# ---- icache_direct_mapped_flat ----
icache_direct_mapped_flat/power_grid.png
Scale: 1.5 px per micron. Pins as bars on the die edge. Tap cells in gray.
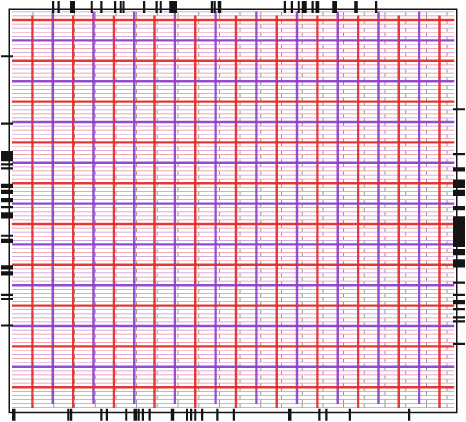
icache_direct_mapped_flat/placement_by_type.png
Scale: 1.5 px per micron. Fill, decap, tap and diode cells in gray.
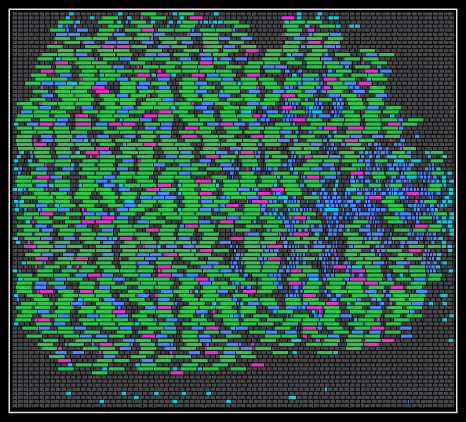
icache_direct_mapped_flat/clk_routes.png
Scale: 1 px per micron.
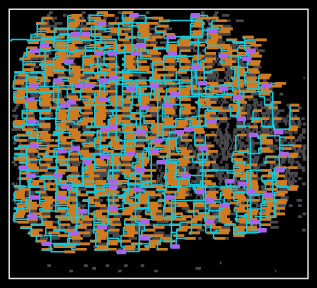
$ cat config.mk
export PLATFORM = sky130hd
export DESIGN_NAME = icache_direct_mapped_flat
export DESIGN_NICKNAME = d
export VERILOG_FILES = /design/src/rtl/icache_direct_mapped_if.sv /design/src/rtl/icache_direct_mapped.sv /design/src/flat_wrapper.sv
export SDC_FILE = /design/constraint.sdc
export NUM_CORES = 1
export LEC_CHECK = 0
export CAP_MARGIN = 20
export CORE_ASPECT_RATIO = 0.9
export CORE_UTILIZATION = 50
export DETAILED_ROUTE_END_ITERATION = 10
export PLACE_DENSITY = 0.73
export SYNTH_ARGS = -nofsm -noshare
export SYNTH_HDL_FRONTEND = slang
export SYNTH_SLANG_ARGS = --single-unit
$ cat constraint.sdc
create_clock -name CLK -period 7.15 [get_ports CLK]
set_input_delay 1.43 -clock CLK [delete_from_list [all_inputs] [get_ports CLK]]
set_output_delay 1.43 -clock CLK [all_outputs]
set_load 0.02 [all_outputs]
$ cat src/rtl/icache_direct_mapped_if.sv
// Fetch-side and memory-side signal bundle for the direct-mapped instruction cache.
//   flush            : invalidate every cache entry this cycle
//   imemREN/imemaddr : datapath fetch request and byte address
//   ihit/imemload    : same-cycle hit indication and instruction word (0 on miss)
//   iREN/iaddr       : memory-side single-word read request and word address
//   iwait/iload      : memory busy flag and read data (valid when iREN=1, iwait=0)
// Modports: slave = cache side, master = datapath/memory side driving the cache.
interface icache_direct_mapped_if #(
  parameter int unsigned ADDR_W = 32
);
  logic              flush;
  logic              imemREN;
  logic [ADDR_W-1:0] imemaddr;
  logic              ihit;
  logic [ADDR_W-1:0] imemload;
  logic              iREN;
  logic [ADDR_W-1:0] iaddr;
  logic              iwait;
  logic [ADDR_W-1:0] iload;

  modport slave (
    input  flush, imemREN, imemaddr, iwait, iload,
    output ihit, imemload, iREN, iaddr
  );

  modport master (
    output flush, imemREN, imemaddr, iwait, iload,
    input  ihit, imemload, iREN, iaddr
  );
endinterface

$ cat src/rtl/icache_direct_mapped.sv
// Direct-mapped, one-word-per-block instruction cache between fetch and memory.
// Hits are answered combinationally; a miss launches one single-word read and
// fills the entry when iwait drops, after which the request hits.
//   CLK  : clock, rising edge
//   nRST : asynchronous active-low reset (clears FSM and all valid bits)
//   bus  : icache_direct_mapped_if.slave (fetch request/response, memory read)
module icache_direct_mapped #(
  parameter int unsigned SETS   = 16,
  parameter int unsigned ADDR_W = 32
) (
  input logic                   CLK,
  input logic                   nRST,
  icache_direct_mapped_if.slave bus
);

  localparam int unsigned IDX_W = $clog2(SETS);
  localparam int unsigned TAG_W = ADDR_W - IDX_W - 2;

  typedef enum logic {
    IDLE = 1'b0,
    FILL = 1'b1
  } state_t;

  state_t             state_q, state_d;
  logic [ADDR_W-1:0]  miss_addr_q, miss_addr_d;
  logic               flush_pend_q, flush_pend_d;
  logic [SETS-1:0]    valid_q, valid_d;
  logic [TAG_W-1:0]   tag_q  [SETS];
  logic [TAG_W-1:0]   tag_d  [SETS];
  logic [ADDR_W-1:0]  data_q [SETS];
  logic [ADDR_W-1:0]  data_d [SETS];

  logic [IDX_W-1:0]   req_idx;
  logic [TAG_W-1:0]   req_tag;
  logic [IDX_W-1:0]   fill_idx;
  logic [TAG_W-1:0]   fill_tag;
  logic               hit;
  logic               unused_addr_lsb;

  // Address split: byte offset dropped, then index, then tag
  assign req_idx  = bus.imemaddr[IDX_W+1:2];
  assign req_tag  = bus.imemaddr[ADDR_W-1:IDX_W+2];
  assign fill_idx = miss_addr_q[IDX_W+1:2];
  assign fill_tag = miss_addr_q[ADDR_W-1:IDX_W+2];
  assign unused_addr_lsb = ^bus.imemaddr[1:0];

  // Lookup is only trusted in IDLE; a same-cycle flush wins over a hit
  assign hit = (state_q == IDLE) && bus.imemREN && valid_q[req_idx] &&
               (tag_q[req_idx] == req_tag) && !bus.flush;

  assign bus.ihit     = hit;
  assign bus.imemload = hit ? data_q[req_idx] : '0;
  assign bus.iREN     = (state_q == FILL);
  assign bus.iaddr    = miss_addr_q;

  // Next-state, miss launch and fill write
  always_comb begin
    state_d      = state_q;
    miss_addr_d  = miss_addr_q;
    flush_pend_d = flush_pend_q;
    valid_d      = valid_q;
    tag_d        = tag_q;
    data_d       = data_q;

    case (state_q)
      IDLE: begin
        if (bus.imemREN && !hit && !bus.flush) begin
          miss_addr_d  = {bus.imemaddr[ADDR_W-1:2], 2'b00};
          flush_pend_d = 1'b0;
          state_d      = FILL;
        end
      end
      FILL: begin
        // A flush seen anywhere in this FILL poisons the fill it belongs to
        if (bus.flush) begin
          flush_pend_d = 1'b1;
        end
        if (!bus.iwait) begin
          state_d = IDLE;
          if (!bus.flush && !flush_pend_q) begin
            valid_d[fill_idx] = 1'b1;
            tag_d[fill_idx]   = fill_tag;
            data_d[fill_idx]  = bus.iload;
          end
        end
      end
      default: state_d = IDLE;
    endcase

    if (bus.flush) begin
      valid_d = '0;
    end
  end

  // Control and valid state
  always_ff @(posedge CLK or negedge nRST) begin
    if (!nRST) begin
      state_q      <= IDLE;
      miss_addr_q  <= '0;
      flush_pend_q <= 1'b0;
      valid_q      <= '0;
    end else begin
      state_q      <= state_d;
      miss_addr_q  <= miss_addr_d;
      flush_pend_q <= flush_pend_d;
      valid_q      <= valid_d;
    end
  end

  // Tag/data arrays are qualified by valid, so they carry no reset
  always_ff @(posedge CLK) begin
    tag_q  <= tag_d;
    data_q <= data_d;
  end

  a_iaddr_aligned: assert property (@(posedge CLK) disable iff (!nRST)
    bus.iaddr[1:0] == 2'b00);
  a_iren_fill: assert property (@(posedge CLK) disable iff (!nRST)
    bus.iREN == (state_q == FILL));
  a_hit_no_iren: assert property (@(posedge CLK) disable iff (!nRST)
    bus.ihit |-> !bus.iREN);

endmodule

$ cat src/flat_wrapper.sv
// flat-port wrapper written by rule: the top's interface ports become plain ports
module icache_direct_mapped_flat 
#(
  parameter int unsigned SETS   = 16,
  parameter int unsigned ADDR_W = 32
)
  (CLK, nRST, bus_flush, bus_imemREN, bus_imemaddr, bus_iwait, bus_iload, bus_ihit, bus_imemload, bus_iREN, bus_iaddr);
  icache_direct_mapped_if #(.ADDR_W(ADDR_W)) bus_i ();
  input logic CLK;
  input logic nRST;
  input wire logic [$bits(bus_i.flush)-1:0] bus_flush;
  input wire logic [$bits(bus_i.imemREN)-1:0] bus_imemREN;
  input wire logic [$bits(bus_i.imemaddr)-1:0] bus_imemaddr;
  input wire logic [$bits(bus_i.iwait)-1:0] bus_iwait;
  input wire logic [$bits(bus_i.iload)-1:0] bus_iload;
  output wire logic [$bits(bus_i.ihit)-1:0] bus_ihit;
  output wire logic [$bits(bus_i.imemload)-1:0] bus_imemload;
  output wire logic [$bits(bus_i.iREN)-1:0] bus_iREN;
  output wire logic [$bits(bus_i.iaddr)-1:0] bus_iaddr;
  assign bus_i.flush = bus_flush;
  assign bus_i.imemREN = bus_imemREN;
  assign bus_i.imemaddr = bus_imemaddr;
  assign bus_i.iwait = bus_iwait;
  assign bus_i.iload = bus_iload;
  assign bus_ihit = bus_i.ihit;
  assign bus_imemload = bus_i.imemload;
  assign bus_iREN = bus_i.iREN;
  assign bus_iaddr = bus_i.iaddr;
  icache_direct_mapped #(.SETS(SETS), .ADDR_W(ADDR_W)) u_core (.CLK(CLK), .nRST(nRST), .bus(bus_i));
endmodule
==> results_dict.tcl <==
# place-and-route summary
set metrics [dict create \
    gp_congestion 0.917 \
    cpMostUsedCell "buf_12" \
    synth.distinct_cells 66 \
    clockRootBuffer "clkbuf_16" \
    area_growth_syn_to_layout_pct 15.0 \
    fin_worst_skew_ns 0.0374 \
    syn-mean-instance-area_sq_um 20.1 \
    synth.most_common_cell "edfxtp_1" \
    antenna_found_initial 4 \
    met1_usage 0.335 \
    cts_tree "done" \
    die_h_microns 268 \
    critPathMaxStageDelay_ns 0.65 \
    drc 0 \
    path_clk_slew_ns 0.06 \
    p_leak_nw 14.3 \
    coreArea_sq_um 77800 \
    rows 97 \
    layout_top_cell "edfxtp_1" \
    io_pins 135 \
    num_vias 20600 \
    endpoint "bus_imemload[31]" \
    grt_max_degree 71 \
    synth-warning-count 0 \
    status "complete, no violations" \
    wl_per_cell_microns 29.4 \
    slew_violations 0 \
]
About icache_direct_mapped_flat/power_grid.png:
Key: purple = VDD; red = VSS
The core has 97 rows. 19 straps on met5. 1,039 tap cells.

About icache_direct_mapped_flat/placement_by_type.png:
Key: green = flops [cells 976]; blue = combinational and other logic [cells 855]; cyan = other buffers and delay cells [cells 203]; magenta = clock drivers and dummy loads [cells 169]

About icache_direct_mapped_flat/clk_routes.png:
Key: orange = flip-flops [count 976]; cyan = clock wires [length 10,500 microns]; purple = clock drivers [count 92]
Position of the flops: all over the die.

## power breakdown
part / total, mW / switching, mW / internal, mW
clock network: 4.90 / 2.11 / 2.80
registers: 6.65 / 0.194 / 6.46
logic: 0.848 / 0.478 / 0.370
total: 12.4 / 2.78 / 9.62
## area by class of cell
| cell class | instances | area (sq um) | share of cell area |
|---|---|---|---|
| clock buffer | 115 | 2470 | 0.0548 |
| clock inverter | 54 | 576 | 0.0128 |
| inverter | 27 | 103 | 0.00227 |
| multi-input combinational | 828 | 9590 | 0.212 |
| sequential | 976 | 29100 | 0.644 |
| tap | 1039 | 1300 | 0.0288 |
| timing repair buffer | 203 | 2030 | 0.0449 |
## cell families (layout without fill, tap and decap cells)
kind of cell,after synthesis,count (layout),synth area share
other,1,2,0.0000955
buffers and inverters,151,399,0.0188
DFF,976,976,0.741
and+or+nand+nor,272,272,0.0393
AOI/OAI and AO/OA,198,198,0.0338
xor gates and xnor gates,27,27,0.00602
muxes,329,329,0.161
## registers in the layout (all words and copies together), names as in the netlist
signal / flops
u_core.data_q: 512
u_core.bus.iaddr: 30
u_core.tag_q: 416
u_core.bus.iREN: 1
u_core.valid_q: 16
u_core.flush_pend_q: 1

# ---- decoder_4to16 ----
decoder_4to16/power_grid.png
Scale: 12 px per micron. Pins as bars on the die edge. Tap cells in gray.
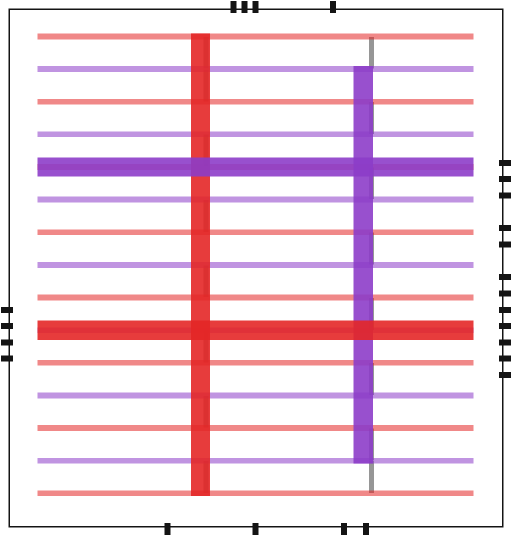
decoder_4to16/placement_by_type.png
Scale: 12 px per micron. Fill, decap, tap and diode cells in gray.
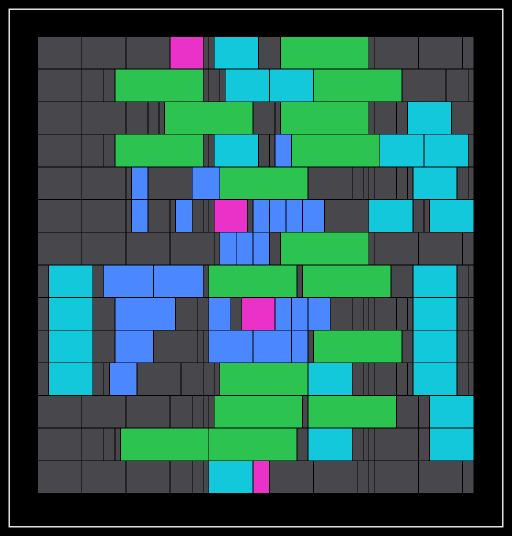
$ cat config.mk
export PLATFORM = sky130hd
export DESIGN_NAME = decoder_4to16
export DESIGN_NICKNAME = d
export VERILOG_FILES = /design/src/rtl/decoder_4to16.sv
export SDC_FILE = /design/constraint.sdc
export NUM_CORES = 1
export LEC_CHECK = 0
export CAP_MARGIN = 20
export CORE_AREA = 2 2 39 41
export CTS_CLUSTER_DIAMETER = 100
export CTS_CLUSTER_SIZE = 40
export DETAILED_ROUTE_END_ITERATION = 8
export DIE_AREA = 0 0 41 43
export PLACE_DENSITY = 0.75
export SYNTH_ARGS = -nofsm -noshare
export SYNTH_HDL_FRONTEND = slang
export SYNTH_SLANG_ARGS = --single-unit
$ cat constraint.sdc
create_clock -name clk -period 2.1 [get_ports clk]
set_input_delay 0.42 -clock clk [delete_from_list [all_inputs] [get_ports clk]]
set_output_delay 0.42 -clock clk [all_outputs]
set_load 0.02 [all_outputs]
$ cat src/rtl/decoder_4to16.sv
// 4-to-16 one-hot decoder with enable, selectable output polarity and an
// optional output register stage (1-cycle latency, synchronous reset).
module decoder_4to16 #(
    parameter bit OUT_ACTIVE_LOW = 1'b0,
    parameter bit REGISTERED     = 1'b1
) (
    input  logic        clk,
    input  logic        rst,
    input  logic        en,
    input  logic [3:0]  data_in,
    output logic [15:0] data_out,
    output logic        valid
);

    // Pattern driven when no output is selected; XOR with it applies polarity.
    localparam logic [15:0] INACTIVE = OUT_ACTIVE_LOW ? 16'hFFFF : 16'h0000;

    logic [15:0] onehot;
    logic [15:0] data_out_d;
    logic        valid_d;

    always_comb begin
        onehot = '0;
        if (en) begin
            onehot[data_in] = 1'b1;
        end
        data_out_d = onehot ^ INACTIVE;
        valid_d    = en;
    end

    if (REGISTERED) begin : g_reg
        logic [15:0] data_out_q;
        logic        valid_q;

        always_ff @(posedge clk) begin
            if (rst) begin
                data_out_q <= INACTIVE;
                valid_q    <= 1'b0;
            end else begin
                data_out_q <= data_out_d;
                valid_q    <= valid_d;
            end
        end

        assign data_out = data_out_q;
        assign valid    = valid_q;
    end else begin : g_comb
        // Clock and reset have no role in the purely combinational build.
        logic unused_clk_rst;
        assign unused_clk_rst = clk ^ rst;

        assign data_out = data_out_d;
        assign valid    = valid_d;
    end

endmodule

==> results_dict.tcl <==
# place-and-route summary
set metrics [dict create \
    status "complete, no violations" \
    ys_top_cells_by_count "dfxtp_1 (17), nor2_1 (12), nor3_1 (3)" \
    clock_path_buffers 2 \
    mostFrequentLayoutCells "clkdlybuf4s50_1 (23), dfxtp_1 (17), nor2_1 (12), nor3_1 (3), clkbuf_4 (3)" \
    viasPerCell 4.56 \
    fp_util 0.347 \
    path_delay_family "buffers and inverters" \
    top_usage_layer "met2" \
    die_w_microns 41 \
    antenna_found_initial 0 \
    drt_iter0_drc 1 \
    p_per_area_nw_per_um2 707 \
    ant_nets 0 \
    layoutNonFillerInstCount 84 \
    p_total_mw 0.535 \
    seqPwrFrac 0.612 \
    die-area_sq_um 1760 \
    critPathMaxStageDelay_ns 0.60 \
    grt.overflow.total 0 \
    comb_power_share 0.080 \
    max_slew_margin 0.813 \
    slew_violations 0 \
    cts_post_setup_buffers_inserted 0 \
    worst-slew-pin-transition_ns 0.280 \
    hp-class "in -> reg" \
    rsz0062_at_grt "false" \
    htree_levels 1 \
    syn-instance-count 41 \
    layout_top_cell "clkdlybuf4s50_1" \
    synth-warning-count 0 \
    path_max_fanout 1 \
    crit_cells 1 \
    grt_pass1_vias 326 \
    nFillCells 135 \
    synth.most_common_cell "dfxtp_1" \
    met1_usage 0.110 \
    p_leak_nw 0.273 \
    syn-mean-instance-area_sq_um 11.7 \
    tool_warnings 26 \
    edf_count 0 \
    num_vias 383 \
]
Notes on decoder_4to16/power_grid.png above:
Key: red = VSS; purple = VDD
16 tap cells. 24 signal pins sit on the boundary. The core has 14 rows.

Notes on decoder_4to16/placement_by_type.png above:
Key: magenta = clock drivers and dummy loads [cells 4]; green = flops [cells 17]; blue = combinational and other logic [cells 24]; cyan = other buffers and delay cells [cells 23]

cell type report:
cell class                      count  area share
Clock buffer                        4      0.0347
Multi-Input combinational cell     24       0.185
Sequential cell                    17       0.450
Tap cell                           16      0.0264
Timing Repair Buffer               23       0.304
logic make-up (layout without fill, tap and decap cells):
kind of cell	count (synthesis)	count (layout)	share of synthesized area
simple gates	24	24	0.292
flops	17	17	0.708
buf+inv	0	27	0
worst min-delay path by stage:
stage	end	cells past startpoint	from	slack [ns]
2_1_floorplan	data_out[0]	1	data_in[0]	0.49
3_3_place_gp	valid	2	rst	1.04
3_5_place_dp	valid	2	rst	1.05
4_1_cts	valid	2	rst	0.75
5_1_grt	valid	2	rst	0.77
6_report	valid	2	rst	0.75
metrics by stage:
step / cell area, sq um / hold slack (ns)
floorplan: 480 / 0.489
global placement: 731 / 1.04
detailed placement: 731 / 1.05
CTS: 757 / 0.751
global route: 757 / 0.773
finish: 757 / 0.748
power by group through the flow:
stage	Clock, mW	Combinational, mW	Sequential [mW]
4_1_cts	0.170	0.0429	0.327
2_1_floorplan	0	0.0105	0.340
3_5_place_dp	0	0.0427	0.335
6_report	0.165	0.0427	0.327
5_1_grt	0.178	0.0454	0.327
3_3_place_gp	0	0.0421	0.335

# ---- node_scheduler ----
node_scheduler/clk_routes.png
Scale: 2 px per micron.
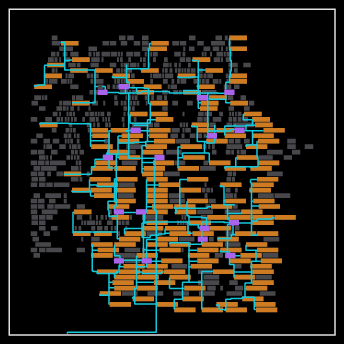
node_scheduler/wires.png
Scale: 3 px per micron.
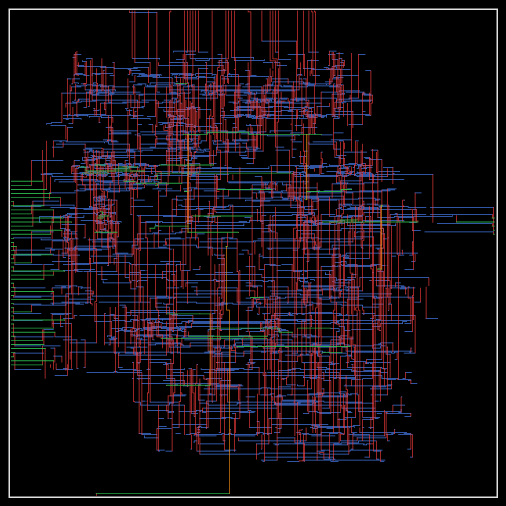
`src/rtl/node_pkg.sv`:
```
// Shared definitions for the node scheduler: FSM state codes, packet framing
// word counts and small helper functions.
// Optional build macro: NODE_SCHED_CHECKSUM_EN adds an XOR trailer word.
package node_pkg;

    typedef logic [2:0] state_t;

    localparam state_t ST_IDLE    = 3'd0;
    localparam state_t ST_WAIT    = 3'd1;
    localparam state_t ST_REQ     = 3'd2;
    localparam state_t ST_CAP     = 3'd3;
    localparam state_t ST_TX_HDR  = 3'd4;
    localparam state_t ST_TX_DATA = 3'd5;
    localparam state_t ST_TX_SUM  = 3'd6;

    localparam int HDR_WORDS = 1;
`ifdef NODE_SCHED_CHECKSUM_EN
    localparam int TRL_WORDS = 1;
`else
    localparam int TRL_WORDS = 0;
`endif

    // Effective batch length: zero means one sample, anything above the
    // buffer depth is limited to a full buffer.
    function automatic int clamp_len(input int len, input int depth);
        if (len == 0)
            return 1;
        else if (len > depth)
            return depth;
        else
            return len;
    endfunction

    // Index of the lowest set mask bit at or above 'start'; 8 when none.
    function automatic int next_set_ch(input logic [7:0] mask, input int start);
        int r;
        r = 8;
        for (int i = 7; i >= 0; i--) begin
            if (i >= start && mask[i])
                r = i;
        end
        return r;
    endfunction

endpackage

```
`src/rtl/node_sample_buf.sv`:
```
// Circular sample buffer: synchronous write, combinational read, occupancy
// count 0..DEPTH. Writes into a full buffer and reads from an empty one are
// ignored so the pointers never pass each other.
module node_sample_buf #(
    parameter int DATA_W = 8,
    parameter int DEPTH  = 16
) (
    input  logic                     clk,
    input  logic                     rst,
    input  logic                     wr_en,
    input  logic [DATA_W-1:0]        wr_data,
    input  logic                     rd_en,
    output logic [DATA_W-1:0]        rd_data,
    output logic [$clog2(DEPTH):0]   count,
    output logic                     full,
    output logic                     empty
);
    localparam int AW = $clog2(DEPTH);

    logic [DATA_W-1:0] mem [DEPTH];
    logic [AW-1:0]     wr_ptr;
    logic [AW-1:0]     rd_ptr;
    logic              do_wr;
    logic              do_rd;

    // Status flags and qualified write/read strobes.
    always_comb begin
        full    = (count == (AW+1)'(DEPTH));
        empty   = (count == '0);
        do_wr   = wr_en && !full;
        do_rd   = rd_en && !empty;
        rd_data = mem[rd_ptr];
    end

    // Pointer and occupancy bookkeeping; power-of-two depth wraps naturally.
    always_ff @(posedge clk or posedge rst) begin
        if (rst) begin
            wr_ptr <= '0;
            rd_ptr <= '0;
            count  <= '0;
        end else begin
            if (do_wr)
                wr_ptr <= wr_ptr + AW'(1);
            if (do_rd)
                rd_ptr <= rd_ptr + AW'(1);
            if (do_wr && !do_rd)
                count <= count + (AW+1)'(1);
            else if (do_rd && !do_wr)
                count <= count - (AW+1)'(1);
        end
    end

    // Sample storage; contents need no reset because count gates reads.
    always_ff @(posedge clk) begin
        if (do_wr)
            mem[wr_ptr] <= wr_data;
    end

endmodule

```
`src/rtl/node_scheduler.sv`:
```
// Periodic multi-channel sampler that buffers samples and streams framed
// batches (sequence header + payload) over a valid/ready interface.
// Optional build macro: NODE_SCHED_CHECKSUM_EN appends an XOR trailer word.
module node_scheduler
    import node_pkg::*;
#(
    parameter int NUM_CH   = 4,
    parameter int DATA_W   = 8,
    parameter int DEPTH    = 16,
    parameter int PERIOD_W = 16
) (
    input  logic                       clk,
    input  logic                       rst,
    input  logic                       enable,
    input  logic [PERIOD_W-1:0]        period,
    input  logic [NUM_CH-1:0]          ch_mask,
    input  logic [$clog2(DEPTH):0]     batch_len,
    input  logic [NUM_CH*DATA_W-1:0]   sensor_data,
    output logic [NUM_CH-1:0]          sensor_en,
    input  logic                       radio_busy,
    output logic [DATA_W-1:0]          tx_data,
    output logic                       tx_valid,
    input  logic                       tx_ready,
    output logic                       tx_last,
    output logic                       busy,
    output logic                       overflow,
    input  logic                       clr_ovf
);
    localparam int CW = $clog2(DEPTH) + 1;

    state_t              state;
    logic [PERIOD_W-1:0] per_cnt;
    logic                pending;
    logic [2:0]          ch;
    logic [DATA_W-1:0]   seq;
    logic [CW-1:0]       remain;
    logic [CW-1:0]       count;
    logic [CW-1:0]       eff_now;
    logic [7:0]          mask8;
    int                  first_ch;
    int                  nxt_ch;
    logic                tick;
    logic                tx_go;
    logic                hs;
    logic                wr_en;
    logic                rd_en;
    logic                ovf_evt;
    logic                buf_full;
    logic                buf_empty;
    logic [DATA_W-1:0]   cap_data;
    logic [DATA_W-1:0]   rd_data;
`ifdef NODE_SCHED_CHECKSUM_EN
    logic [DATA_W-1:0]   sum;
`endif

    node_sample_buf #(
        .DATA_W (DATA_W),
        .DEPTH  (DEPTH)
    ) u_buf (
        .clk     (clk),
        .rst     (rst),
        .wr_en   (wr_en),
        .wr_data (cap_data),
        .rd_en   (rd_en),
        .rd_data (rd_data),
        .count   (count),
        .full    (buf_full),
        .empty   (buf_empty)
    );

    // Decisions for the current cycle: tick, transmit start, channel search.
    always_comb begin
        mask8    = 8'(ch_mask);
        first_ch = next_set_ch(mask8, 0);
        nxt_ch   = next_set_ch(mask8, int'(ch) + 1);
        eff_now  = CW'(clamp_len(int'(batch_len), DEPTH));
        tick     = (state != ST_IDLE) && (per_cnt == '0);
        tx_go    = (state == ST_WAIT) && enable && !radio_busy && (count >= eff_now);
        tx_valid = (state == ST_TX_HDR) || (state == ST_TX_DATA) || (state == ST_TX_SUM);
        hs       = tx_valid && tx_ready;
        wr_en    = (state == ST_CAP);
        ovf_evt  = (state == ST_CAP) && buf_full;
        rd_en    = (state == ST_TX_DATA) && hs && !buf_empty;
        cap_data = sensor_data[int'(ch)*DATA_W +: DATA_W];
        busy     = (state != ST_IDLE) && (state != ST_WAIT);
        sensor_en = (state == ST_REQ) ? (NUM_CH'(1) << ch) : '0;
    end

    // Stream word and end-of-packet marker, driven purely from state so they
    // hold steady while the consumer stalls.
    always_comb begin
        tx_data = '0;
        case (state)
            ST_TX_HDR:  tx_data = seq;
            ST_TX_DATA: tx_data = rd_data;
`ifdef NODE_SCHED_CHECKSUM_EN
            ST_TX_SUM:  tx_data = sum;
`endif
            default:    tx_data = '0;
        endcase
`ifdef NODE_SCHED_CHECKSUM_EN
        tx_last = (state == ST_TX_SUM);
`else
        tx_last = (state == ST_TX_DATA) && (remain == CW'(1));
`endif
    end

    // Sample-period down-counter: loaded while idle, ticks and reloads at zero.
    always_ff @(posedge clk or posedge rst) begin
        if (rst)
            per_cnt <= '0;
        else if (state == ST_IDLE || per_cnt == '0)
            per_cnt <= period;
        else
            per_cnt <= per_cnt - PERIOD_W'(1);
    end

    // Sticky overflow; a drop in the same cycle wins over the clear request.
    always_ff @(posedge clk or posedge rst) begin
        if (rst)
            overflow <= 1'b0;
        else if (ovf_evt)
            overflow <= 1'b1;
        else if (clr_ovf)
            overflow <= 1'b0;
    end

    // Main sequencer: sampling rounds, pending tick, and packet framing.
    always_ff @(posedge clk or posedge rst) begin
        if (rst) begin
            state   <= ST_IDLE;
            ch      <= '0;
            pending <= 1'b0;
            seq     <= '0;
            remain  <= '0;
`ifdef NODE_SCHED_CHECKSUM_EN
            sum     <= '0;
`endif
        end else begin
            if (tick && state != ST_WAIT)
                pending <= 1'b1;
            case (state)
                ST_IDLE: begin
                    pending <= 1'b0;
                    if (enable)
                        state <= ST_WAIT;
                end
                ST_WAIT: begin
                    if (tx_go) begin
                        remain <= eff_now;
                        state  <= ST_TX_HDR;
                        if (tick)
                            pending <= 1'b1;
                    end else if (!enable) begin
                        state <= ST_IDLE;
                    end else if (tick || pending) begin
                        pending <= 1'b0;
                        if (first_ch < 8) begin
                            ch    <= 3'(first_ch);
                            state <= ST_REQ;
                        end
                    end
                end
                ST_REQ: begin
                    state <= ST_CAP;
                end
                ST_CAP: begin
                    if (enable && nxt_ch < 8) begin
                        ch    <= 3'(nxt_ch);
                        state <= ST_REQ;
                    end else begin
                        state <= ST_WAIT;
                    end
                end
                ST_TX_HDR: begin
                    if (hs) begin
`ifdef NODE_SCHED_CHECKSUM_EN
                        sum <= seq;
`endif
                        state <= ST_TX_DATA;
                    end
                end
                ST_TX_DATA: begin
                    if (hs) begin
`ifdef NODE_SCHED_CHECKSUM_EN
                        sum <= sum ^ rd_data;
`endif
                        remain <= remain - CW'(1);
                        if (remain == CW'(1)) begin
`ifdef NODE_SCHED_CHECKSUM_EN
                            state <= ST_TX_SUM;
`else
                            seq   <= seq + DATA_W'(1);
                            state <= enable ? ST_WAIT : ST_IDLE;
`endif
                        end
                    end
                end
`ifdef NODE_SCHED_CHECKSUM_EN
                ST_TX_SUM: begin
                    if (hs) begin
                        seq   <= seq + DATA_W'(1);
                        state <= enable ? ST_WAIT : ST_IDLE;
                    end
                end
`endif
                default: state <= ST_IDLE;
            endcase
        end
    end

endmodule

```
`config.mk`:
```
export PLATFORM = sky130hd
export DESIGN_NAME = node_scheduler
export DESIGN_NICKNAME = d
export VERILOG_FILES = /design/src/rtl/node_pkg.sv /design/src/rtl/node_sample_buf.sv /design/src/rtl/node_scheduler.sv
export SDC_FILE = /design/constraint.sdc
export NUM_CORES = 1
export LEC_CHECK = 0
export ABC_CLOCK_PERIOD_IN_PS = 3600
export CORE_MARGIN = 10
export CORE_UTILIZATION = 40
export CTS_BUF_LIST = sky130_fd_sc_hd__clkbuf_4 sky130_fd_sc_hd__clkbuf_8
export CTS_CLUSTER_DIAMETER = 60
export DETAILED_ROUTE_END_ITERATION = 8
export GPL_TIMING_DRIVEN = 0
export PLACE_DENSITY = 0.6
export SYNTH_ARGS = -nofsm -noshare
export SYNTH_HDL_FRONTEND = slang
export SYNTH_SLANG_ARGS = --single-unit
```
`constraint.sdc`:
```
create_clock -name clk -period 3.6 [get_ports clk]
set_input_delay 0.72 -clock clk [delete_from_list [all_inputs] [get_ports clk]]
set_output_delay 0.72 -clock clk [all_outputs]
set_load 0.01 [all_outputs]
```
==> results_dict.tcl <==
# place-and-route summary
set metrics [dict create \
    die_w_microns 162 \
    io_pins 79 \
    clock_path_buffers 2 \
    r2r_slack_ns 0.27 \
    syn_area_sq_um 8080 \
    cp_num_buf_inv 3 \
    syn_nets 649 \
    cpMostUsedCell "buf_12" \
    drc 0 \
    comb_power_share 0.351 \
    status "complete, no violations" \
    synth_simple_gate_area_share 0.0907 \
    worst_setup_path_end_kind "primary output" \
    critPathMaxStageDelay_ns 0.53 \
    top_area_cell "edfxtp_1" \
    dpl.hpwl_microns 13900 \
    clockRootBuffer "clkbuf_8" \
    syn-mean-instance-area_sq_um 14.3 \
    rows 51 \
    die_h_microns 162 \
    logic_family "multiplexers" \
    worst-slew-pin-transition_ns 1.27 \
    ant_nets 0 \
    xor_area_frac 0.0325 \
    p_per_area_nw_per_um2 705 \
    final_nets 746 \
    ys_seq_share 0.627 \
    grt_usage 0.149 \
    endpoint "tx_data[1]" \
    hp-class "in -> async" \
    fp_util 0.411 \
    finalClockPeriodUsage 0.928 \
    p_int_mw 4.57 \
]
Notes on node_scheduler/clk_routes.png above:
Key: purple = clock drivers [count 17]; cyan = clock wires [length 1,910 microns]; orange = flip-flops [count 177]
There are 18 routed clock nets.

Notes on node_scheduler/wires.png above:
Key: orange = metal 4 [wire length 183 microns]; red = metal 2 [wire length 9,200 microns]; blue = metal 1 [wire length 8,610 microns]; green = metal 3 [wire length 936 microns]

-- per-stage QoR --
stage	setup slack (ns)	setup TNS (ns)	area, sq um
after floorplan	0.873	0	8080
final	0.260	0	9780
after global routing	0.0351	0	9780
after CTS	0.00473	0	9760
after global placement	-0.228	-1.46	9200
after detailed placement	-0.249	-1.52	9220
-- power by group through the flow --
stage	clock network, mW	registers [mW]	logic (mW)
final	1.57	2.90	2.42
after global routing	1.69	2.94	2.69
after detailed placement	0	2.93	2.36
after floorplan	0	2.87	1.67
after CTS	1.60	2.90	2.43
after global placement	0	2.91	2.27
-- worst min-delay path by stage --
stage,from,endpoint,cells past startpoint
final,rst,seq[5],2
after detailed placement,seq[4],seq[4],1
after floorplan,seq[7],seq[7],1
after global routing,rst,seq[5],2
after global placement,seq[7],seq[7],1
after CTS,rst,seq[7],2
-- area by class of cell --
type,instances,area [sq um]
plain buffers,26,178
clock buffers,18,241
clock inverters,14,225
fillers,1744,9870
inverters,15,56.3
multi-input cells,347,2870
flip-flops and latches,177,5070
well taps,265,332
repair buffers,79,810
-- timing repair --
action	CTS	global route
gates resized	26	11
endpoints found under the hold margin	0	0
endpoints found under the setup margin	8	5
pin swaps	1	1


## Gallery

Track usage over the die.
(a)
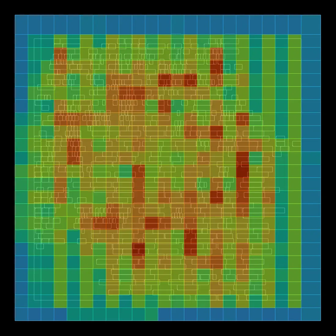
(b)
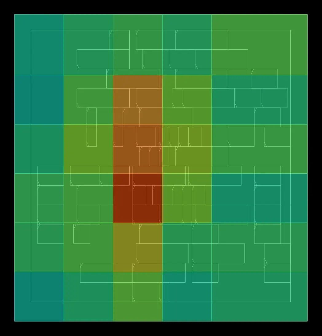
(c)
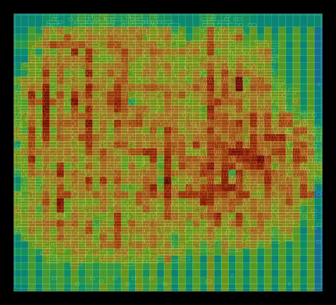
- most wire per cell: (c)
- lowest track usage: (b)
(c): icache_direct_mapped_flat
(b): decoder_4to16
(a): node_scheduler

No activity file was given, so power comes from the tool's default toggle rates.
